# ---- block 1 ----
File: src/rtl/game_pkg.sv
// rtl/game_pkg.sv - shared screen and game-state encodings for the game flow controller
package game_pkg;

    typedef enum logic [1:0] {
        SCR_TITLE     = 2'd0,
        SCR_LEVEL     = 2'd1,
        SCR_GAME_OVER = 2'd2,
        SCR_VICTORY   = 2'd3
    } screen_t;

    typedef enum logic [2:0] {
        ST_TITLE     = 3'd0,
        ST_START     = 3'd1,
        ST_PLAY      = 3'd2,
        ST_DEATH     = 3'd3,
        ST_CLEAR     = 3'd4,
        ST_GAME_OVER = 3'd5,
        ST_VICTORY   = 3'd6
    } game_state_t;

    // The frozen level stays visible during START/DEATH/CLEAR, so they share the level drawer.
    function automatic screen_t screen_of(input game_state_t st);
        case (st)
            ST_TITLE:     return SCR_TITLE;
            ST_GAME_OVER: return SCR_GAME_OVER;
            ST_VICTORY:   return SCR_VICTORY;
            default:      return SCR_LEVEL;
        endcase
    endfunction

endpackage

File: src/rtl/button_press_detector.sv
// rtl/button_press_detector.sv - synchronises a raw button and emits one registered pulse per rising edge
module button_press_detector (
    input  logic clk,
    input  logic rst_n,
    input  logic button,
    output logic press
);

    logic sync_meta;
    logic sync_out;
    logic sync_prev;

    always_ff @(posedge clk or negedge rst_n) begin
        if (!rst_n) begin
            sync_meta <= 1'b0;
            sync_out  <= 1'b0;
            sync_prev <= 1'b0;
            press     <= 1'b0;
        end else begin
            sync_meta <= button;
            sync_out  <= sync_meta;
            sync_prev <= sync_out;
            press     <= sync_out & ~sync_prev;
        end
    end

endmodule

File: src/rtl/game_screen_sequencer.sv
// rtl/game_screen_sequencer.sv - title/level/game-over/victory sequencing with lives and freeze hold
module game_screen_sequencer
    import game_pkg::*;
#(
    parameter int LIVES       = 3,
    parameter int HOLD_FRAMES = 120
) (
    input  logic       vga_clock,
    input  logic       reset,
    input  logic       frame_tick,
    input  logic       jump_button,
    input  logic       win,
    input  logic       lose,
    output logic [1:0] screen,
    output logic       level_run,
    output logic       level_restart,
    output logic [2:0] lives,
    output logic [9:0] leds
);

    localparam logic [2:0] LIVES_INIT = 3'(LIVES);
    localparam logic [7:0] HOLD_LAST  = 8'(HOLD_FRAMES - 1);

    game_state_t state;
    game_state_t next_state;
    screen_t     screen_r;
    logic [7:0]  hold_cnt;
    logic        press;
    logic        holding;
    logic        hold_done;

    button_press_detector u_jump (
        .clk    (vga_clock),
        .rst_n  (reset),
        .button (jump_button),
        .press  (press)
    );

    assign holding   = (state == ST_DEATH) || (state == ST_CLEAR);
    assign hold_done = holding && frame_tick && (hold_cnt == HOLD_LAST);

    always_comb begin
        next_state = state;
        case (state)
            ST_TITLE:     if (press) next_state = ST_START;
            ST_START:     next_state = ST_PLAY;
            ST_PLAY: begin
                if (win)       next_state = ST_CLEAR;
                else if (lose) next_state = ST_DEATH;
            end
            ST_DEATH:     if (hold_done) next_state = (lives == 3'd0) ? ST_GAME_OVER : ST_START;
            ST_CLEAR:     if (hold_done) next_state = ST_VICTORY;
            ST_GAME_OVER: if (press) next_state = ST_TITLE;
            ST_VICTORY:   if (press) next_state = ST_TITLE;
            default:      next_state = ST_TITLE;
        endcase
    end

    // Outputs are decoded from next_state so they are registered yet aligned with the state register.
    always_ff @(posedge vga_clock or negedge reset) begin
        if (!reset) begin
            state         <= ST_TITLE;
            screen_r      <= SCR_TITLE;
            level_run     <= 1'b0;
            level_restart <= 1'b0;
            lives         <= LIVES_INIT;
            hold_cnt      <= 8'd0;
        end else begin
            state         <= next_state;
            screen_r      <= screen_of(next_state);
            level_run     <= (next_state == ST_PLAY);
            level_restart <= (next_state == ST_START);

            if (state == ST_TITLE && press)
                lives <= LIVES_INIT;
            else if (state == ST_PLAY && !win && lose && lives != 3'd0)
                lives <= lives - 3'd1;

            if (state == ST_PLAY && (win || lose))
                hold_cnt <= 8'd0;
            else if (holding && frame_tick)
                hold_cnt <= hold_cnt + 8'd1;
        end
    end

    assign screen = screen_r;
    assign leds   = {state, 4'd0, lives};

endmodule
File: config.mk
export PLATFORM = sky130hd
export DESIGN_NAME = game_screen_sequencer
export DESIGN_NICKNAME = d
export VERILOG_FILES = /design/src/rtl/game_pkg.sv /design/src/rtl/button_press_detector.sv /design/src/rtl/game_screen_sequencer.sv
export SDC_FILE = /design/constraint.sdc
export NUM_CORES = 1
export LEC_CHECK = 0
export CAP_MARGIN = 0
export CORE_UTILIZATION = 25
export DETAILED_ROUTE_END_ITERATION = 8
export HOLD_SLACK_MARGIN = 0.06
export PLACE_DENSITY = 0.41
export REMOVE_ABC_BUFFERS = 1
export SYNTH_ARGS = -nofsm -noshare
export SYNTH_HDL_FRONTEND = slang
export SYNTH_HIERARCHICAL = 1
export SYNTH_SLANG_ARGS = --single-unit
export TNS_END_PERCENT = 1
File: constraint.sdc
create_clock -name vga_clock -period 3.2 [get_ports vga_clock]
set_input_delay 0.64 -clock vga_clock [delete_from_list [all_inputs] [get_ports vga_clock]]
set_output_delay 0.64 -clock vga_clock [all_outputs]
set_load 0.01 [all_outputs]
# ---- block 2 ----
### config.mk
export PLATFORM = sky130hd
export DESIGN_NAME = tick_gen_unit
export DESIGN_NICKNAME = d
export VERILOG_FILES = /design/src/rtl/tick_gen_unit.sv
export SDC_FILE = /design/constraint.sdc
export NUM_CORES = 1
export LEC_CHECK = 0
export CORE_MARGIN = 5
export CORE_UTILIZATION = 55
export DETAILED_ROUTE_END_ITERATION = 8
export HOLD_SLACK_MARGIN = 0.1
export MAX_ROUTING_LAYER = met4
export PLACE_DENSITY_LB_ADDON = 0.12
export SYNTH_ARGS = -nofsm -noshare
export SYNTH_HDL_FRONTEND = slang
export SYNTH_SLANG_ARGS = --single-unit
### constraint.sdc
create_clock -name clk -period 6.2 [get_ports clk]
set_input_delay 1.24 -clock clk [delete_from_list [all_inputs] [get_ports clk]]
set_output_delay 1.24 -clock clk [all_outputs]
set_load 0.005 [all_outputs]
### src/rtl/tick_gen_unit.sv
// Multi-channel tick generator: internal, external or debounced-button events feed per-channel dividers.
// Source changes pass through a two-cycle drain that clears the dividers before the new source is applied.
//   state | meaning
//   IDLE  | source applied, dividers counting
//   DRAIN | source change in progress, ticks suppressed, counters cleared
module tick_gen_unit #(
  parameter int N_CH       = 2,
  parameter int DIV_W      = 20,
  parameter int DEB_CYCLES = 250000
) (
  input  logic                  clk,
  input  logic                  rst_n,
  input  logic                  ext_in,
  input  logic                  button_in,
  input  logic [1:0]            src_sel,
  input  logic [N_CH*DIV_W-1:0] div_val,
  input  logic                  enable,
  output logic [N_CH-1:0]       tick,
  output logic [1:0]            src_active,
  output logic                  switch_busy
);

  localparam int DEB_W = $clog2(DEB_CYCLES + 1);

  typedef enum logic {IDLE, DRAIN} state_t;

  state_t             state_q, state_d;
  logic               drain_q, drain_d;
  logic [1:0]         pend_q, pend_d;
  logic [1:0]         act_q, act_d;
  logic [1:0]         sel_eff;
  logic               switching;
  logic               loaded_q;

  logic               ext_s1, ext_s2, ext_s3;
  logic               btn_s1, btn_s2, deb_state;
  logic [DEB_W-1:0]   deb_cnt;
  logic               deb_diff, deb_flip;
  logic               ext_evt, man_evt, src_evt, manual;

  always_ff @(posedge clk or negedge rst_n) begin
    if (!rst_n) begin
      ext_s1    <= 1'b0;
      ext_s2    <= 1'b0;
      ext_s3    <= 1'b0;
      btn_s1    <= 1'b0;
      btn_s2    <= 1'b0;
      deb_state <= 1'b0;
      deb_cnt   <= '0;
      loaded_q  <= 1'b0;
    end else begin
      ext_s1   <= ext_in;
      ext_s2   <= ext_s1;
      ext_s3   <= ext_s2;
      btn_s1   <= button_in;
      btn_s2   <= btn_s1;
      loaded_q <= 1'b1;
      if (deb_flip) begin
        deb_state <= btn_s2;
        deb_cnt   <= '0;
      end else if (deb_diff) begin
        deb_cnt <= deb_cnt + 1'b1;
      end else begin
        deb_cnt <= '0;
      end
    end
  end

  // Manual event fires on the same edge the debounced state rises, saving a cycle of latency.
  assign deb_diff = (btn_s2 != deb_state);
  assign deb_flip = deb_diff && (deb_cnt == DEB_W'(DEB_CYCLES - 1));
  assign man_evt  = deb_flip && btn_s2;
  assign ext_evt  = ext_s2 && !ext_s3;

  assign sel_eff = (src_sel == 2'b11) ? 2'b00 : src_sel;

  always_ff @(posedge clk or negedge rst_n) begin
    if (!rst_n) begin
      state_q <= IDLE;
      drain_q <= 1'b0;
      pend_q  <= 2'b00;
      act_q   <= 2'b00;
    end else begin
      state_q <= state_d;
      drain_q <= drain_d;
      pend_q  <= pend_d;
      act_q   <= act_d;
    end
  end

  always_comb begin
    state_d = state_q;
    drain_d = drain_q;
    pend_d  = pend_q;
    act_d   = act_q;
    unique case (state_q)
      IDLE: begin
        if (sel_eff != act_q) begin
          state_d = DRAIN;
          drain_d = 1'b0;
          pend_d  = sel_eff;
        end
      end
      DRAIN: begin
        if (drain_q) begin
          state_d = IDLE;
          act_d   = pend_q;
        end else begin
          drain_d = 1'b1;
        end
      end
    endcase
  end

  // The detection cycle already counts as switching so coincident events never tick.
  assign switching   = (state_q == DRAIN) || (sel_eff != act_q);
  assign switch_busy = (state_q == DRAIN);
  assign src_active  = act_q;

  always_comb begin
    src_evt = 1'b1;
    unique case (act_q)
      2'b01:   src_evt = ext_evt;
      2'b10:   src_evt = man_evt;
      default: src_evt = 1'b1;
    endcase
  end

  assign manual = (act_q == 2'b10);

  for (genvar i = 0; i < N_CH; i++) begin : g_ch
    logic [DIV_W-1:0] cnt_q, shadow_q, div_i, last_q;
    logic             tick_q;

    assign div_i   = div_val[i*DIV_W +: DIV_W];
    assign last_q  = (shadow_q == '0) ? '0 : shadow_q - 1'b1;
    assign tick[i] = tick_q;

    always_ff @(posedge clk or negedge rst_n) begin
      if (!rst_n) begin
        cnt_q    <= '0;
        shadow_q <= '0;
        tick_q   <= 1'b0;
      end else if (!loaded_q || switching) begin
        cnt_q    <= '0;
        shadow_q <= div_i;
        tick_q   <= 1'b0;
      end else if (enable && src_evt) begin
        if (manual) begin
          cnt_q  <= '0;
          tick_q <= 1'b1;
        end else if (cnt_q == last_q) begin
          cnt_q    <= '0;
          shadow_q <= div_i;
          tick_q   <= 1'b1;
        end else begin
          cnt_q  <= cnt_q + 1'b1;
          tick_q <= 1'b0;
        end
      end else begin
        tick_q <= 1'b0;
      end
    end
  end

endmodule

==> layout pictures side by side <==
PDN straps and rails.
The bar under the picture is 20 µm long. Pins as bars on the die edge. Tap cells in gray.
panel A
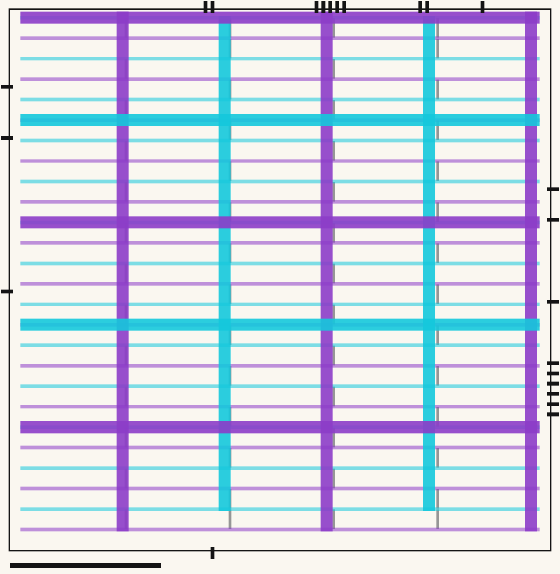
panel B
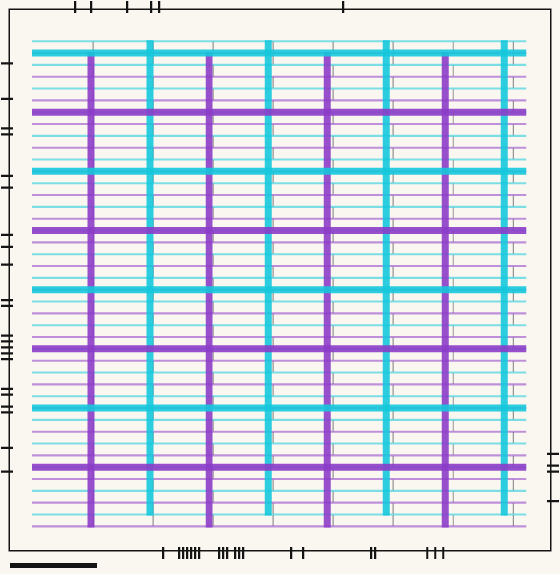
- most pins: panel B
- largest die: panel B
For block 2, see panel B.
For block 1, see panel A.

==> block_2/placed.png <==
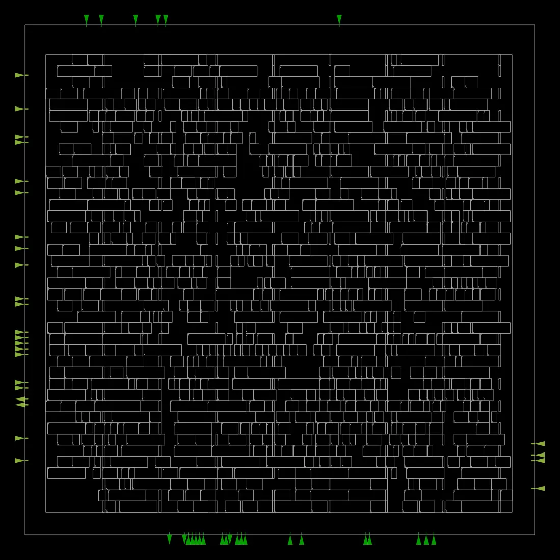
number of fillers in the final layout: 1059
number of sequential cells in the layout: 113
final cell count without fillers: 1002

==> block_2/util_map.png <==
The bar under the picture is 20 µm long. 12 x 12 tiles, from white (low) to dark blue (high), 0 to 100% covered.
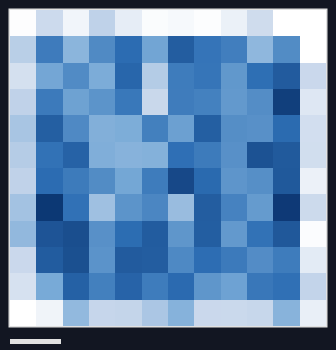
tiles over 75% full: 22%
mean over tiles: 53%
nearly empty tiles: 4.9%

==> writeup.txt, block 2 <==
After routing the design area is 0.008338 mm². The H-tree depth is 4. The biggest area contributor in the post-synthesis netlist is sky130_fd_sc_hd__dfrtp_1. The row count came out at 41. For the global-route track usage on met2, the log shows 36.52%. The tightest min-delay check is of the flip-flop to flip-flop type.

The average vias per placed instance was 6.035. Broken down by cell family, the worst path's largest delay share belongs to simple AND/OR/NAND/NOR gates. The synth_stat.txt file lists the number of cells as 790. The number of warnings reported in the stage logs is 27. The power report lists the clock group at 1020 µW. The standard cell with the maximum stage delay on the critical path is sky130_fd_sc_hd__nand2b_1. In this run the post-CTS setup repair buffer count came out at 0.

Post-CTS repair changed the size of 0 cells. Logic depth along the worst register-to-register path is recorded as 11. The script reports the combined buffer and inverter count of the critical path as 2. The number of endpoints failing setup at the final stage was 0; the logic depth of the worst path, buffers included was 11. The power report puts the leakage power at 0.003415 µW. The synthesis report lists the most area-consuming cells as sky130_fd_sc_hd__dfrtp_1 (39%), sky130_fd_sc_hd__mux2_2 (7.1%), sky130_fd_sc_hd__nor2_1 (4.4%). Fraction of cell area in non-clock buffers: 6.453%. The largest registers in the layout are g_ch.cnt_q x40, g_ch.shadow_q x40, deb_cnt x18. The violation tally recorded at the end of detailed-routing iteration 0 is 567. The die outline height works out to 124.1 µm. The flow ran to the end, and the final reports show no timing, DRC or antenna violations. Along the worst path, the maximum fanout reaches 20. The synthesis-to-finish area growth works out to 16.38%.
==> block_1/port_trees.png <==
The bar under the picture is 20 µm long.
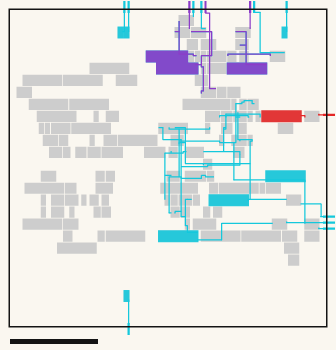
| color | port | bits | direction | end cells | buffers | wire |
|---|---|---|---|---|---|---|
| purple | lives | 3 | output | 3 | 3 | 89.8 µm |
| red | level_run | 1 | output | 1 | 1 | 2.60 µm |
| cyan | leds | 10 | output | 10 | 6 | 415 µm |

==> writeup.txt, block 1 <==
Largest net degree at the start of global routing: 23. The post-CTS resize count is 0, and the register area is 553.0 µm². The highest-power group was registers. Per report_power, the Sequential row totals 398 µW. The OpenROAD report gives the critical path a required time of 2.56 ns. The register with the most flip-flops in the layout has 8 of them. The largest total area in the synthesized netlist belongs to sky130_fd_sc_hd__dfrtp_1. The highest layer touched by signal routing is met4. The count of buffer and inverter cells on the critical path was 1. Looking at the setup timing report, the critical path kind is flip-flop to output port. The number of storage elements in the synthesis netlist is 22.

The area growth from synthesis to layout is 20.58%. The worst setup path is launched from a flip-flop. The capture point of the critical path is leds[8]. For reference, simple AND, OR, NAND and NOR cells occupy 24.28% of the area reported after synthesis. The fraction of met1 tracks used by global routing is 13.17%, and the logic depth of the worst path, buffers included is 1. The run gives 23 as the number of top-level pins.

The fraction of power consumed by combinational cells is 25.5%, and the number of DRC markers in iteration 0 is 49. The endpoint with the worst hold slack was u_jump/sync_out. The clock network power reported by the tool is 259 µW.

The flow reports that the clock network draws 29.4% of the design power. The pre-CTS setup slack is 0.8931 ns. The run finished with clean final reports. Including well taps, the total number of placed cells is 179. For the clock sink count, the log shows 22. With the area fraction in full adders, half adders and majority gates at 3.086%, the worst hold path cell count is 0. The routed design has 2294 µm of wire. The number of distinct library cells after synthesis was 43; the highest cell delay on the worst timing path was 0.64 ns. For the overall power after layout, the log shows 882.5 µW.

In the synthesis report, Yosys lists the chip area as 0.001216 mm². Number of buffers outside the clock class in the layout: 19. For the static leakage power, the log shows 0.0006588 µW. Per the synth stats, the proportion of register bits with asynchronous set or reset is 100.0%. Measured in cells, the most critical reg-to-reg path has a length of 4. Detailed routing placed a total of 85 µm of wire on met3. The run gives 4 for the number of search-and-repair iterations in the first detailed-routing pass. The number of clock buffers inserted by TritonCTS was 3; the area after detailed placement was 0.001395 mm². Dominant kind of combinational cell: simple AND/OR/NAND/NOR gates. The count of maximum capacitance violations was 0.


==> screenshots <==
Sequential cells grouped by signal name.
The bar under the picture is 20 µm long. Other sequential cells in the stronger gray, the rest of the logic in the fainter gray.
shot_01.png
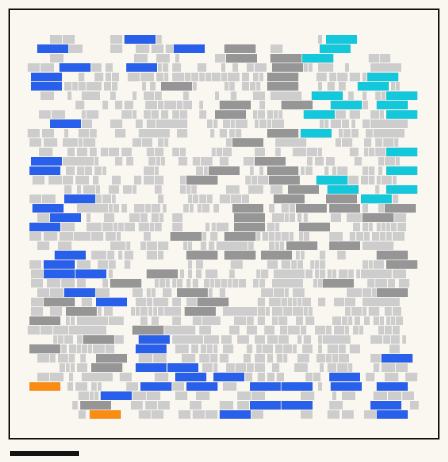
shot_02.png
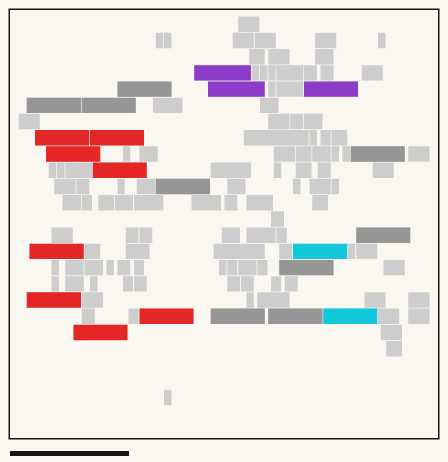
shot_01.png comes from block 2.
shot_02.png comes from block 1.
The one with the most sequential cells is shot_01.png.

Power is estimated from default activity; no workload was simulated.
